=== design 1 ===
**Design 1: sequential cells coloured by netlist name**

Other sequential cells in the stronger grey, the rest of the logic in the fainter grey.
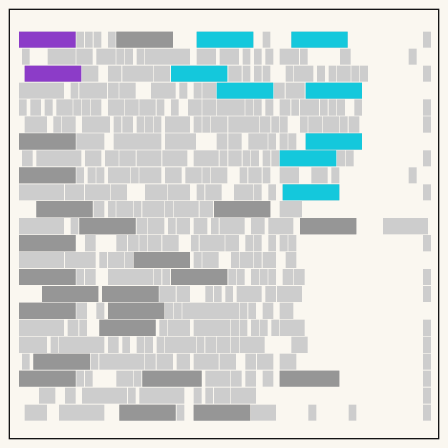
## config.mk

```make
export PLATFORM = sky130hd
export DESIGN_NAME = toggle_monitor
export DESIGN_NICKNAME = d
export VERILOG_FILES = /design/src/rtl/toggle_monitor.sv
export SDC_FILE = /design/constraint.sdc
export NUM_CORES = 1
export LEC_CHECK = 0
export ABC_AREA = 1
export CAP_MARGIN = 20
export CORE_MARGIN = 1
export CORE_UTILIZATION = 47
export DETAILED_ROUTE_END_ITERATION = 8
export PLACE_DENSITY = 0.77
export SETUP_SLACK_MARGIN = 0.15
export SLEW_MARGIN = 0
export SYNTH_ARGS = -nofsm -noshare
export SYNTH_HDL_FRONTEND = slang
export SYNTH_SLANG_ARGS = --single-unit
```

## constraint.sdc

```tcl
create_clock -name clk -period 1.8 [get_ports clk]
set_input_delay 0.36 -clock clk [delete_from_list [all_inputs] [get_ports clk]]
set_output_delay 0.36 -clock clk [all_outputs]
set_load 0.1 [all_outputs]
```

## src/rtl/toggle_monitor.sv

```systemverilog
// Toggle-stream monitor: measures edge-to-edge intervals, locks onto EXP_HALF, flags mismatch/stall.
// Optional statistics counters (edge_count, err_count) are built only with TOGGLE_MONITOR_STATS_EN.
module toggle_monitor #(
   parameter int unsigned EXP_HALF = 3,
   parameter int unsigned LOCK_CNT = 4,
   parameter int unsigned TIMEOUT  = 16
) (
   input  logic        clk,
   input  logic        rst_n,
   input  logic        toggle_in,
   input  logic        clear,
   output logic        edge_pulse,
   output logic [7:0]  interval,
   output logic        interval_vld,
   output logic        locked,
   output logic        mismatch,
   output logic        stall,
   output logic [15:0] edge_count,
   output logic [7:0]  err_count
);

   typedef enum logic [1:0] {IDLE, ACQUIRE, LOCKED} state_t;

   localparam logic [7:0] EXP_W  = 8'(EXP_HALF);
   localparam logic [7:0] LOCK_W = 8'(LOCK_CNT);
   localparam logic [7:0] TMO_M1 = 8'(TIMEOUT - 1);

   state_t     state_q, state_d;
   logic [7:0] match_q, match_d;
   logic [7:0] cyc_cnt;
   logic       toggle_q;
   logic       edge_det;
   logic       tmo;
   logic [7:0] meas;
   logic       meas_vld;
   logic       mis_evt;
   logic       tmo_evt;

   assign edge_det = toggle_in ^ toggle_q;
   assign meas     = (cyc_cnt == 8'hFF) ? 8'hFF : cyc_cnt + 8'd1;
   // The counter is one short of TIMEOUT here; an edge in this same cycle wins.
   assign tmo      = !edge_det && (cyc_cnt == TMO_M1);

   // NOTE: every signal driven here gets a default first, so no path leaves it unassigned and no latch is inferred.
   always_comb begin
      state_d  = state_q;
      match_d  = match_q;
      meas_vld = 1'b0;
      mis_evt  = 1'b0;
      tmo_evt  = 1'b0;
      case (state_q)
         IDLE: begin
            if (edge_det) begin
               state_d = ACQUIRE;
               match_d = '0;
            end
         end
         ACQUIRE: begin
            if (edge_det) begin
               meas_vld = 1'b1;
               if (meas == EXP_W) begin
                  if (match_q + 8'd1 == LOCK_W) begin
                     state_d = LOCKED;
                     match_d = '0;
                  end else begin
                     match_d = match_q + 8'd1;
                  end
               end else begin
                  match_d = '0;
               end
            end else if (tmo) begin
               state_d = IDLE;
               match_d = '0;
               tmo_evt = 1'b1;
            end
         end
         LOCKED: begin
            if (edge_det) begin
               meas_vld = 1'b1;
               if (meas != EXP_W) begin
                  mis_evt = 1'b1;
                  state_d = ACQUIRE;
                  match_d = '0;
               end
            end else if (tmo) begin
               state_d = IDLE;
               match_d = '0;
               tmo_evt = 1'b1;
            end
         end
         default: begin
            state_d = IDLE;
            match_d = '0;
         end
      endcase
   end

   // NOTE: sequential state uses non-blocking assignments so every register samples pre-edge values.
   always_ff @(posedge clk or negedge rst_n) begin
      if (!rst_n) begin
         state_q      <= IDLE;
         match_q      <= '0;
         toggle_q     <= 1'b0;
         cyc_cnt      <= '0;
         edge_pulse   <= 1'b0;
         interval     <= '0;
         interval_vld <= 1'b0;
         locked       <= 1'b0;
         mismatch     <= 1'b0;
         stall        <= 1'b0;
      end else begin
         state_q      <= state_d;
         match_q      <= match_d;
         toggle_q     <= toggle_in;
         cyc_cnt      <= edge_det ? 8'd0 : ((cyc_cnt == 8'hFF) ? cyc_cnt : cyc_cnt + 8'd1);
         edge_pulse   <= edge_det;
         interval_vld <= meas_vld;
         locked       <= (state_d == LOCKED);
         if (meas_vld) interval <= meas;
         // clear overrides any flag event in the same cycle
         if (clear) begin
            mismatch <= 1'b0;
            stall    <= 1'b0;
         end else begin
            if (mis_evt) mismatch <= 1'b1;
            if (tmo_evt) stall    <= 1'b1;
         end
      end
   end

`ifdef TOGGLE_MONITOR_STATS_EN
   always_ff @(posedge clk or negedge rst_n) begin
      if (!rst_n) begin
         edge_count <= '0;
         err_count  <= '0;
      end else if (clear) begin
         edge_count <= '0;
         err_count  <= '0;
      end else begin
         if (edge_det) edge_count <= edge_count + 16'd1;
         if (mis_evt && err_count != 8'hFF) err_count <= err_count + 8'd1;
      end
   end
`else
   assign edge_count = '0;
   assign err_count  = '0;
`endif

endmodule

```

==> ci_impl_report.md <==
### Yosys + OpenROAD results

| Metric | Value |
|---|---|
| Status | finished with violations |
| Failing checks | negative setup slack |
| Reg-to-Reg Start | cyc_cnt[0] |
| Crit path buf inv count | 1 |
| Synth Area in Compound Gates | 9.34% |
| Post-Syn Area | 2090 um2 |
| DR WL/cell | 13.7 um |
| Clk ins delay skew pair | 0.29 ns |
| Register area share after synthesis | 38.3% |
| Worst path required time | 2.02 ns |
| # setup viols final | 11 |
| Power Density | 989 nW/um2 |
| Clock slew at reported path FFs | 0.07 ns |
| FF-to-FF End | locked |
| Reg-to-reg slack, setup | -0.17 ns |
| Final worst slack | -0.172 ns |
| Critical path cell sequence | ha_4 -> nand2_4 -> nor2_4 -> nand2_2 -> nand2_1 -> o21ai_2 -> buf_4 -> nor2_2 -> nand4_1 -> nand2_1 -> nand2_1 -> nand2_1 -> nand2_2 -> nor2_1 |
| Cell with the most instances after synthesis | nand2_1 |
| CP most frequent cell | nand2_1 |
| RSZ-0062 raised after global routing | true |
| Top cells, area | dfrtp_1 38%, nand2_1 12%, buf_4 8.6% |
| Final Instance Count excl. Fillers | 382 |
| Tapcells | 50 |
| Fin. max-slew vios | 0 |
| Hold WS | 0.272 ns |
| Worst setup path start | cyc_cnt[0] |
| VDD IR-drop max | 0.909 mV |
| Top Usage Layer GRT | met2 |
| Met1 Use GR | 28.2% |
| Synth top area share | 38.3% |
| Fin nets | 342 |
| Async SR Flop Fraction | 100% |
| Post-CTS setup buffer count | 3 |
| ANT nets after route | 0 |
| Crit Path Max Fanout | 4 |
| TritonCTS clock tree | built |
| Met3 wire length | 219 um |
| WL final | 5240 um |
| Vias | 1965 |
Notes on 'sequential cells coloured by netlist name' of design 1 above:
[match_q] cyan | flops: 8
[state_q] purple | flops: 2
not coloured: 22

-- where the power goes --
| group | internal (mW) | switching (mW) |
|---|---|---|
| Combinational | 0.456 | 0.980 |
| Sequential | 0.781 | 0.0614 |
| Clock | 0.263 | 0.269 |
-- registers in the layout, summed over array words and instances (netlist names) --
name,cells
stall,1
edge_pulse,1
toggle_q,1
interval_vld,1
state_q,2
locked,1
cyc_cnt,8
match_q,8
interval,8
mismatch,1

=== design 2 ===
`src/rtl/pc_pkg.sv`:
```
// Shared widths, FSM states and redirect-select encoding for the PC fetch unit.
package pc_pkg;
  localparam int unsigned PC_W   = 32;
  localparam int unsigned PC_INC = 4;
  localparam int unsigned JSH_W  = 28;
  localparam int unsigned CNT_W  = 16;

  typedef enum logic [1:0] {BOOT, RUN, HOLD} state_t;
  typedef enum logic [1:0] {SEL_SEQ, SEL_BR, SEL_J, SEL_JR} sel_t;
endpackage

```
`src/rtl/pc_target_mux.sv`:
```
// Combinational next-PC target formation with jr > jump > branch > sequential priority.
module pc_target_mux
  import pc_pkg::*;
(
  input  logic [PC_W-1:0]  pc_plus4,
  input  logic             branch,
  input  logic             jump,
  input  logic             jr,
  input  logic [JSH_W-1:0] jump_sh,
  input  logic [PC_W-1:0]  branch_off,
  input  logic [PC_W-1:0]  jr_addr,
  output logic [PC_W-1:0]  target_c,
  output logic             redirect_c,
  output logic             misalign_c
);
  sel_t sel;

  always_comb begin
    sel        = SEL_SEQ;
    target_c   = pc_plus4;
    misalign_c = 1'b0;
    if (jr) begin
      sel        = SEL_JR;
      target_c   = {jr_addr[PC_W-1:2], 2'b00};
      misalign_c = |jr_addr[1:0];
    end else if (jump) begin
      sel      = SEL_J;
      target_c = {pc_plus4[PC_W-1:JSH_W], jump_sh};
    end else if (branch) begin
      sel      = SEL_BR;
      target_c = pc_plus4 + branch_off;
    end
  end

  assign redirect_c = (sel != SEL_SEQ);
endmodule

```
`src/rtl/pc_fetch_unit.sv`:
```
// Program counter with stall hold and a pending-redirect buffer released on unstall.
// Optional PC_STATS_EN adds saturating redirect and stall counters.
module pc_fetch_unit #(
  parameter int unsigned         PC_W     = 32,
  parameter logic [PC_W-1:0]     RESET_PC = '0
) (
  input  logic             clk_i,
  input  logic             rst_i,
  input  logic             stall_i,
  input  logic             branch_i,
  input  logic             jump_i,
  input  logic             jr_i,
  input  logic [27:0]      jump_sh_i,
  input  logic [PC_W-1:0]  branch_off_i,
  input  logic [PC_W-1:0]  jr_addr_i,
  output logic [PC_W-1:0]  pc_o,
  output logic [PC_W-1:0]  pc_plus4_o,
  output logic             valid_o,
  output logic             flush_o,
`ifdef PC_STATS_EN
  output logic [15:0]      redirect_cnt_o,
  output logic [15:0]      stall_cnt_o,
`endif
  output logic             misalign_o
);
  import pc_pkg::*;

  state_t          state, state_d;
  logic [PC_W-1:0] pc_d;
  logic [PC_W-1:0] pend, pend_d;
  logic            pend_valid, pend_valid_d;
  logic            flush_d, misalign_d;
  logic [PC_W-1:0] target;
  logic            redirect, tgt_misalign;

  assign pc_plus4_o = pc_o + PC_W'(PC_INC);

  pc_target_mux u_mux (
    .pc_plus4   (pc_plus4_o),
    .branch     (branch_i),
    .jump       (jump_i),
    .jr         (jr_i),
    .jump_sh    (jump_sh_i),
    .branch_off (branch_off_i),
    .jr_addr    (jr_addr_i),
    .target_c   (target),
    .redirect_c (redirect),
    .misalign_c (tgt_misalign)
  );

  always_ff @(posedge clk_i) begin
    if (rst_i) begin
      state      <= BOOT;
      pc_o       <= RESET_PC;
      pend       <= '0;
      pend_valid <= 1'b0;
      valid_o    <= 1'b0;
      flush_o    <= 1'b0;
      misalign_o <= 1'b0;
    end else begin
      state      <= state_d;
      pc_o       <= pc_d;
      pend       <= pend_d;
      pend_valid <= pend_valid_d;
      valid_o    <= (state_d != BOOT);
      flush_o    <= flush_d;
      misalign_o <= misalign_d;
    end
  end

  // Stalls park the newest redirect; release prefers a fresh redirect over the parked one.
  always_comb begin
    state_d      = state;
    pc_d         = pc_o;
    pend_d       = pend;
    pend_valid_d = pend_valid;
    flush_d      = 1'b0;
    misalign_d   = 1'b0;
    case (state)
      BOOT: state_d = RUN;
      RUN, HOLD: begin
        if (stall_i) begin
          state_d = HOLD;
          if (redirect) begin
            pend_d       = target;
            pend_valid_d = 1'b1;
            misalign_d   = tgt_misalign;
          end
        end else begin
          state_d      = RUN;
          pend_valid_d = 1'b0;
          if (redirect) begin
            pc_d       = target;
            flush_d    = 1'b1;
            misalign_d = tgt_misalign;
          end else if (pend_valid) begin
            pc_d    = pend;
            flush_d = 1'b1;
          end else begin
            pc_d = pc_plus4_o;
          end
        end
      end
      default: state_d = BOOT;
    endcase
  end

`ifdef PC_STATS_EN
  logic [CNT_W-1:0] redirect_cnt, stall_cnt;

  always_ff @(posedge clk_i) begin
    if (rst_i) begin
      redirect_cnt <= '0;
      stall_cnt    <= '0;
    end else begin
      if (flush_d && (redirect_cnt != '1)) redirect_cnt <= redirect_cnt + CNT_W'(1);
      if (stall_i && (state != BOOT) && (stall_cnt != '1)) stall_cnt <= stall_cnt + CNT_W'(1);
    end
  end

  assign redirect_cnt_o = redirect_cnt;
  assign stall_cnt_o    = stall_cnt;
`endif
endmodule

```
`config.mk`:
```
export PLATFORM = sky130hd
export DESIGN_NAME = pc_fetch_unit
export DESIGN_NICKNAME = d
export VERILOG_FILES = /design/src/rtl/pc_pkg.sv /design/src/rtl/pc_target_mux.sv /design/src/rtl/pc_fetch_unit.sv
export SDC_FILE = /design/constraint.sdc
export NUM_CORES = 1
export LEC_CHECK = 0
export ABC_CLOCK_PERIOD_IN_PS = 4200
export CAP_MARGIN = 5
export CORE_UTILIZATION = 51
export DETAILED_ROUTE_END_ITERATION = 6
export PLACE_DENSITY = 0.94
export SYNTH_ARGS = -nofsm -noshare
export SYNTH_HDL_FRONTEND = slang
export SYNTH_SLANG_ARGS = --single-unit
```
`constraint.sdc`:
```
create_clock -name clk_i -period 4.2 [get_ports clk_i]
set_clock_uncertainty 0.15 [all_clocks]
set_input_delay 0.42 -clock clk_i [delete_from_list [all_inputs] [get_ports clk_i]]
set_output_delay 0.42 -clock clk_i [all_outputs]
set_load 0.01 [all_outputs]
```
**Design 2: selected gate families**

Bar = 20 um.
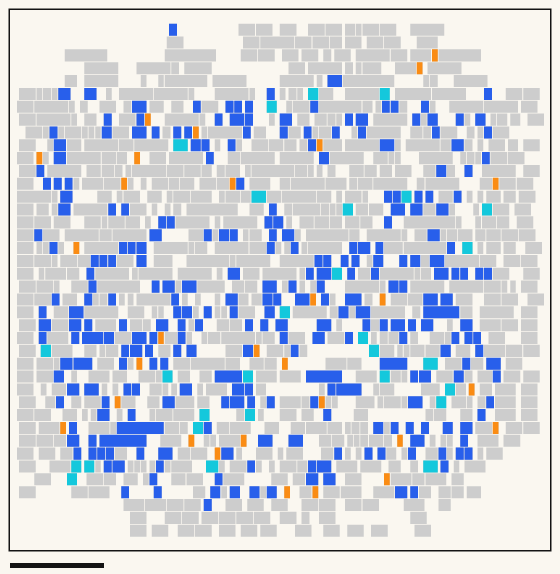
[and/or cells] cyan | cells: 28 | most used: and3_1 | where: spread over the die
[inv cells] orange | cells: 29 | most used: inv_1 | where: spread over the die
[aoi and oai cells] blue | cells: 276
most frequent logic cell in the layout: clkdlybuf4s50_1
multi-input combinational area share: 53.8%
Final Instance Count excl. Fillers: 1223

**Design 2: sequential cells coloured by netlist name**

Other sequential cells in the stronger grey, the rest of the logic in the fainter grey.
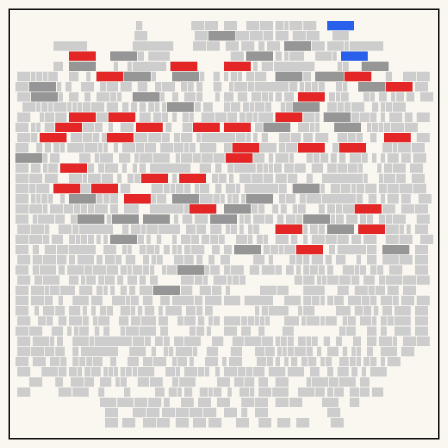
[state] blue | flops: 2
[pc_o] red | flops: 32
not coloured: 36

**Design 2: metal layers overlaid**

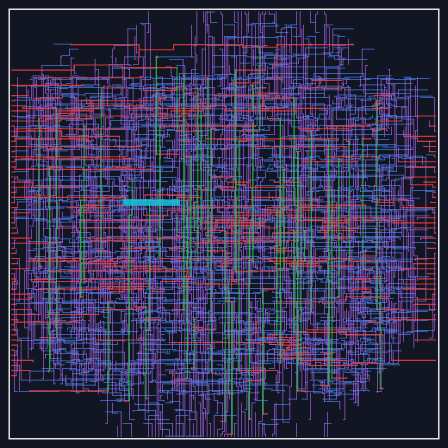
[M4] green | wire length: 1890 um
[M1] blue | wire length: 8890 um
[M2] purple | wire length: 11700 um
[M3] red | wire length: 2640 um
[M5] cyan | wire length: 13.8 um
DR WL/cell: 20.5 um
vias: 7832
WL final: 25100 um

==> ci_impl_report.md <==
### Yosys + OpenROAD results

| Metric | Value |
|---|---|
| Hold WS | 0.311 ns |
| Num CTS Buffers | 9 |
| Synth top cells by count | 91 x nand2_1, 90 x nor2_1, 84 x o21ai_0 |
| Clock buf/inv share | 4.19% |
| Largest net degree at the start of global routing | 48 |
| Cell type with the largest total area | dfxtp_1 |
| DR vias/cell | 6.40 |
| CP most frequent cell | ha_1 |
| Pre-antenna DRT Iters | 5 |
| Total global-route track usage | 38.1% |
| GPL Wtd Cong | 1.00 |
| Status | finished, final reports clean |
| Initial antenna violation count | 1 |
| Nonclk buf count | 211 |
| # Cells Yosys | 884 |
| Post-route setup TNS | 0 ns |
| Crit path buf inv count | 0 |
| Hold wc startpoint | pend[27] |
| Max-Cap Viols | 0 |
| # hold bufs at CTS | 0 |
| Seq/total area | 15.9% |
| Power Density | 346 nW/um2 |
| Top cells, area | dfxtp_1 22%, ha_1 8.2%, o21ai_0 6.5% |
| Dpl ws | 0.0957 ns |
| Top_reg_cell synth | dfxtp_1 |
| FF-to-FF End | pc_o[25] |
-- timing repair --
action | CTS | global route
pin swaps | 0 | 2
setup endpoints to repair | 3 | 26
gates resized | 2 | 10
buffers inserted | 0 | 3
-- metal layers --
metal / global-route usage [%] / wire (um) / vias to the layer above
met5: 0 / 13 / -
met4: 27.6 / 1890 / 2
met3: 9.90 / 2640 / 116
met2: 63.7 / 11700 / 593
met1: 42.1 / 8890 / 3535
li1: - / - / 3586
-- flip-flops by register name, summed over array words and instances (netlist names) --
signal	flops
pc_o	32
pend	32
state	2
flush_o	1
misalign_o	1
pend_valid	1
valid_o	1

=== design 3 ===
File: config.mk
export PLATFORM = sky130hd
export DESIGN_NAME = perceptron_weight_updater
export DESIGN_NICKNAME = d
export VERILOG_FILES = /design/src/rtl/perceptron_weight_updater.sv
export SDC_FILE = /design/constraint.sdc
export NUM_CORES = 2
export LEC_CHECK = 0
export CORE_ASPECT_RATIO = 2
export CORE_MARGIN = 3
export CORE_UTILIZATION = 45
export CTS_CLUSTER_DIAMETER = 50
export DETAILED_ROUTE_END_ITERATION = 10
export SYNTH_ARGS = -nofsm -noshare
export SYNTH_HDL_FRONTEND = slang
export SYNTH_SLANG_ARGS = --single-unit
File: constraint.sdc
create_clock -name clk_i -period 15.6 [get_ports clk_i]
set_input_delay 4.68 -clock clk_i [delete_from_list [all_inputs] [get_ports clk_i]]
set_output_delay 4.68 -clock clk_i [all_outputs]
set_load 0.02 [all_outputs]
File: src/rtl/perceptron_weight_updater.sv
// -----------------------------------------------------------------------------
// perceptron_weight_updater
//
// Training-side companion of the perceptron summing datapath. It takes one
// training sample (x1, x2, target, y, lr) and applies the perceptron learning
// rule to two weights and the bias:
//   se = (lr * (target - y)) >>> Q_N
//   w1 += (se * x1) >>> Q_N
//   w2 += (se * x2) >>> Q_N
//   b  += se
// All values are signed Q(Q_M).(Q_N) fixed point, W = SIGN + Q_M + Q_N bits.
// One multiplier and one adder are shared over a fixed schedule:
//   IDLE -> ERR -> UPD_W1 -> UPD_W2 -> UPD_B -> DONE -> IDLE
//
// Optional feature (compile-time macro WEIGHT_SAT_EN):
//   defined   : every narrowing to W bits saturates to the signed W-bit range
//   undefined : every narrowing to W bits keeps the low W bits (wrap)
//
// Ports:
//   clk_i              clock, rising edge
//   rst_i              synchronous active-high reset
//   valid_i / ready_o  sample handshake
//   x1_in, x2_in       sample inputs
//   target_in, y_in    desired and actual perceptron output
//   lr_in              learning rate
//   w1_out, w2_out     weight registers
//   b_out              bias register
//   done_o             one-cycle pulse when an update completes
//   state_dbg          current FSM state, for observation only
//
// Handshake: a sample transfers on a rising edge where valid_i && ready_o.
// ready_o is high only in IDLE and never while rst_i is high; valid_i may stay
// high while busy and is simply not looked at until the block is idle again.
// -----------------------------------------------------------------------------
module perceptron_weight_updater #(
   parameter int SIGN = 1,
   parameter int Q_M  = 16,
   parameter int Q_N  = 16,
   parameter int W    = SIGN + Q_M + Q_N
) (
   input  logic                clk_i,
   input  logic                rst_i,
   input  logic                valid_i,
   output logic                ready_o,
   input  logic signed [W-1:0] x1_in,
   input  logic signed [W-1:0] x2_in,
   input  logic signed [W-1:0] target_in,
   input  logic signed [W-1:0] y_in,
   input  logic signed [W-1:0] lr_in,
   output logic signed [W-1:0] w1_out,
   output logic signed [W-1:0] w2_out,
   output logic signed [W-1:0] b_out,
   output logic                done_o,
   output logic [2:0]          state_dbg
);

   // Wide enough for lr (W bits) times err (W+1 bits) without loss.
   localparam int WIDE = 2 * W + 1;

   typedef enum logic [2:0] {
      S_IDLE   = 3'd0,
      S_ERR    = 3'd1,
      S_UPD_W1 = 3'd2,
      S_UPD_W2 = 3'd3,
      S_UPD_B  = 3'd4,
      S_DONE   = 3'd5
   } state_t;

   state_t state, state_next;

   logic signed [W-1:0]    x1_q, x2_q, target_q, y_q, lr_q, se_q;
   logic signed [W:0]      err;
   logic signed [WIDE-1:0] mul_a, mul_b, mul_p, mul_sh;
   logic signed [W-1:0]    term;
   logic signed [W-1:0]    acc, addend, sum_red;
   logic signed [WIDE-1:0] sum_wide;

   function automatic logic signed [WIDE-1:0] sext(input logic signed [W-1:0] v);
      return {{(WIDE-W){v[W-1]}}, v};
   endfunction

   // Narrow a wide signed value to W bits; the same rule is used everywhere.
   function automatic logic signed [W-1:0] reduce(input logic signed [WIDE-1:0] v);
`ifdef WEIGHT_SAT_EN
      // Value fits only if all bits above bit W-2 equal the sign bit.
      if (!v[WIDE-1] && (|v[WIDE-2:W-1]))
         return {1'b0, {(W-1){1'b1}}};
      else if (v[WIDE-1] && !(&v[WIDE-2:W-1]))
         return {1'b1, {(W-1){1'b0}}};
      else
         return v[W-1:0];
`else
      return v[W-1:0];
`endif
   endfunction

   // ---------------------------------------------------------------- FSM
   always_ff @(posedge clk_i) begin
      if (rst_i) state <= S_IDLE;
      else       state <= state_next;
   end

   always_comb begin
      state_next = state;
      case (state)
         S_IDLE:   if (valid_i) state_next = S_ERR;
         S_ERR:    state_next = S_UPD_W1;
         S_UPD_W1: state_next = S_UPD_W2;
         S_UPD_W2: state_next = S_UPD_B;
         S_UPD_B:  state_next = S_DONE;
         S_DONE:   state_next = S_IDLE;
         default:  state_next = S_IDLE;
      endcase
   end

   assign ready_o   = (state == S_IDLE) && !rst_i;
   assign done_o    = (state == S_DONE);
   assign state_dbg = state;

   // ------------------------------------------------------------ datapath
   // Error at W+1 bits so target - y can never overflow.
   assign err = {target_q[W-1], target_q} - {y_q[W-1], y_q};

   // Shared multiplier: lr*err in ERR, se*x1 in UPD_W1, se*x2 in UPD_W2.
   always_comb begin
      mul_a = sext(se_q);
      mul_b = sext(x1_q);
      case (state)
         S_ERR: begin
            mul_a = sext(lr_q);
            mul_b = {{(WIDE-W-1){err[W]}}, err};
         end
         S_UPD_W2: mul_b = sext(x2_q);
         default: ;
      endcase
      mul_p  = mul_a * mul_b;
      mul_sh = mul_p >>> Q_N;   // arithmetic: rounds toward -infinity
      term   = reduce(mul_sh);
   end

   // Shared accumulate adder for w1, w2 and b.
   always_comb begin
      acc    = w1_out;
      addend = term;
      case (state)
         S_UPD_W2: acc = w2_out;
         S_UPD_B: begin
            acc    = b_out;
            addend = se_q;
         end
         default: ;
      endcase
      sum_wide = sext(acc) + sext(addend);
      sum_red  = reduce(sum_wide);
   end

   always_ff @(posedge clk_i) begin
      if (rst_i) begin
         x1_q     <= '0;
         x2_q     <= '0;
         target_q <= '0;
         y_q      <= '0;
         lr_q     <= '0;
         se_q     <= '0;
         w1_out   <= '0;
         w2_out   <= '0;
         b_out    <= '0;
      end else begin
         case (state)
            S_IDLE: begin
               if (valid_i) begin
                  x1_q     <= x1_in;
                  x2_q     <= x2_in;
                  target_q <= target_in;
                  y_q      <= y_in;
                  lr_q     <= lr_in;
               end
            end
            S_ERR:    se_q   <= term;
            S_UPD_W1: w1_out <= sum_red;
            S_UPD_W2: w2_out <= sum_red;
            S_UPD_B:  b_out  <= sum_red;
            default: ;
         endcase
      end
   end

endmodule

**Design 3: wire density map**

The die is cut into 12 by 24 equal tiles; dark blue is low, red is high, scaled to the fullest tile. Values are wire area over tile area, all layers added.
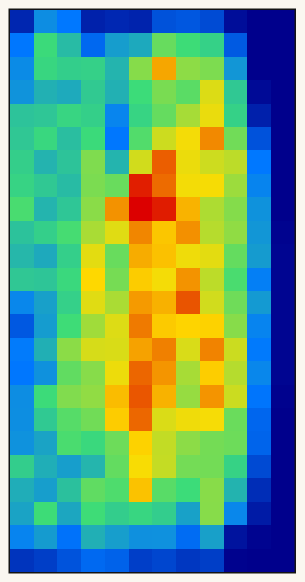
densest ninth of the die: middle
mean over tiles: 0.29
fullest tile: 0.65
nearly empty tiles: 10%
tiles over half the peak: 44%
DR WL/cell: 25.0 um
WL final: 188000 um
vias: 41123
total global-route track usage: 33.7%

==> ci_impl_report.md <==
### Yosys + OpenROAD results

| Metric | Value |
|---|---|
| Status | finished, final reports clean |
| Top_reg_cell synth | dfxtp_1 |
| Clk pwr | 0.707 mW |
| Num CTS Buffers | 25 |
| Highest-power group | combinational logic |
| Cell type with the largest total area | fa_1 |
| Avg Cell Area, Syn | 8.11 um2 |
| DR vias/cell | 5.49 |
| Post-route setup TNS | 0 ns |
| Met2 GRT Util | 60.2% |
| Power Density | 227 nW/um2 |
| Synth flops | 300 |
| Tool warnings | 29 |
| Post-layout period usage | 91.1% |
| Most frequent logic cell in the layout | nand2_1 |
| Post-DP HPWL | 156000 um |
| Cell with the most instances after synthesis | nand2_1 |
| Seq pwr | 0.987 mW |
| Initial antenna violation count | 7 |
| First-pass GRT wire length | 276000 um |
| Final Instance Count excl. Fillers | 7492 |
| Final worst slack | 1.40 ns |
| IO Pins | 272 |
| RSZ-0062 raised after global routing | false |
| Grt total ovfl | 0 |
| Fmax | 70.4 MHz |
| Share of post-route cells with drive strength above 1 | 3.71% |
| Reg-to-reg slack, setup | 1.40 ns |
| Fin crit period | 14.20 ns |
| Crit start category | flop |
| CP endpoint | b_out[32] |
| Synth Warn # | 0 |
**Design 3: I/O pins on the die edge**

Pins as bars across the die edge, other pins in grey.
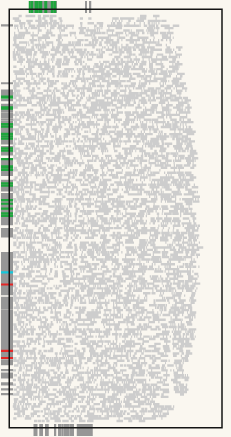
[done_o] cyan | pins: 1 | direction: output | edge: left
[w1_out] green | pins: 33 | direction: output | edge: 22 left, 11 top
[state_dbg] red | pins: 3 | direction: output | edge: left

area by class of cell:
class	instances	area share, %
inverter	1142	7.96
antenna	4	0.0186
timing repair buffer	400	6.87
tap	1368	3.18
sequential	300	11.2
clock buffer	34	1.35
clock inverter	10	0.272
multi-input combinational	4234	69.2
worst min-delay path: cells and delay by family (launching register included):
kind | cells | cell delay (ns)
AOI/OAI and AO/OA | 1 | 0.05
DFF | 1 | 0.31
and+or+nand+nor | 1 | 0.05


==> gallery <==
The clock network.
panel A
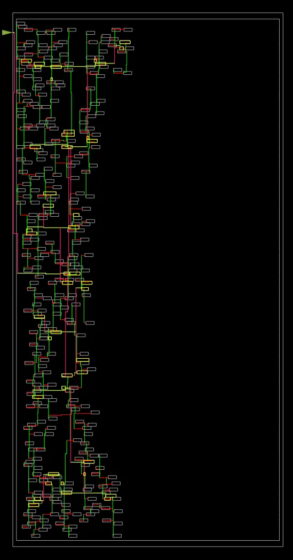
panel B
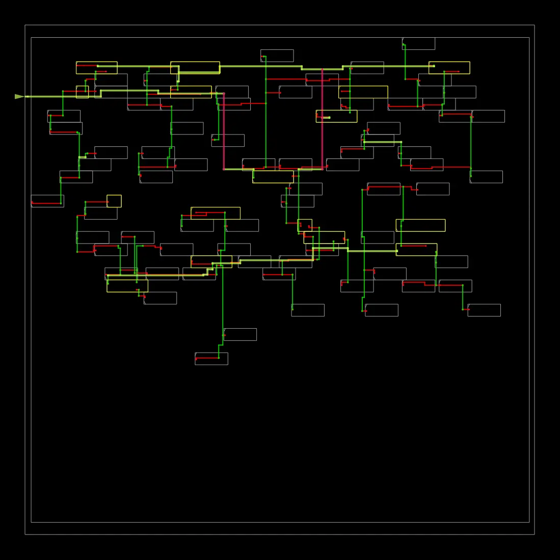
panel C
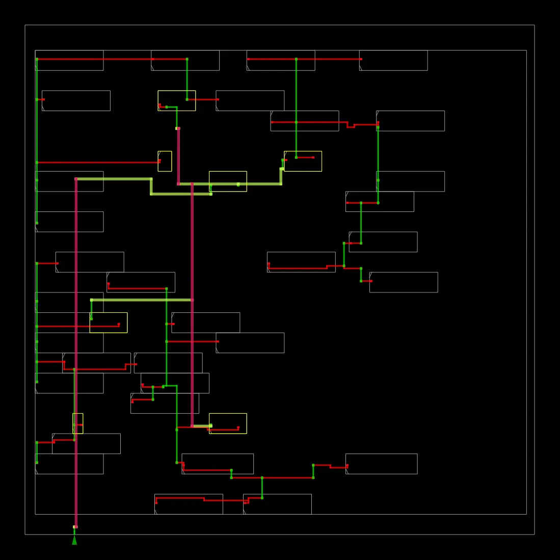
design 1 -> panel C
design 3 -> panel A
design 2 -> panel B

Power figures rest on the tool's default switching activity, not on a simulated workload.
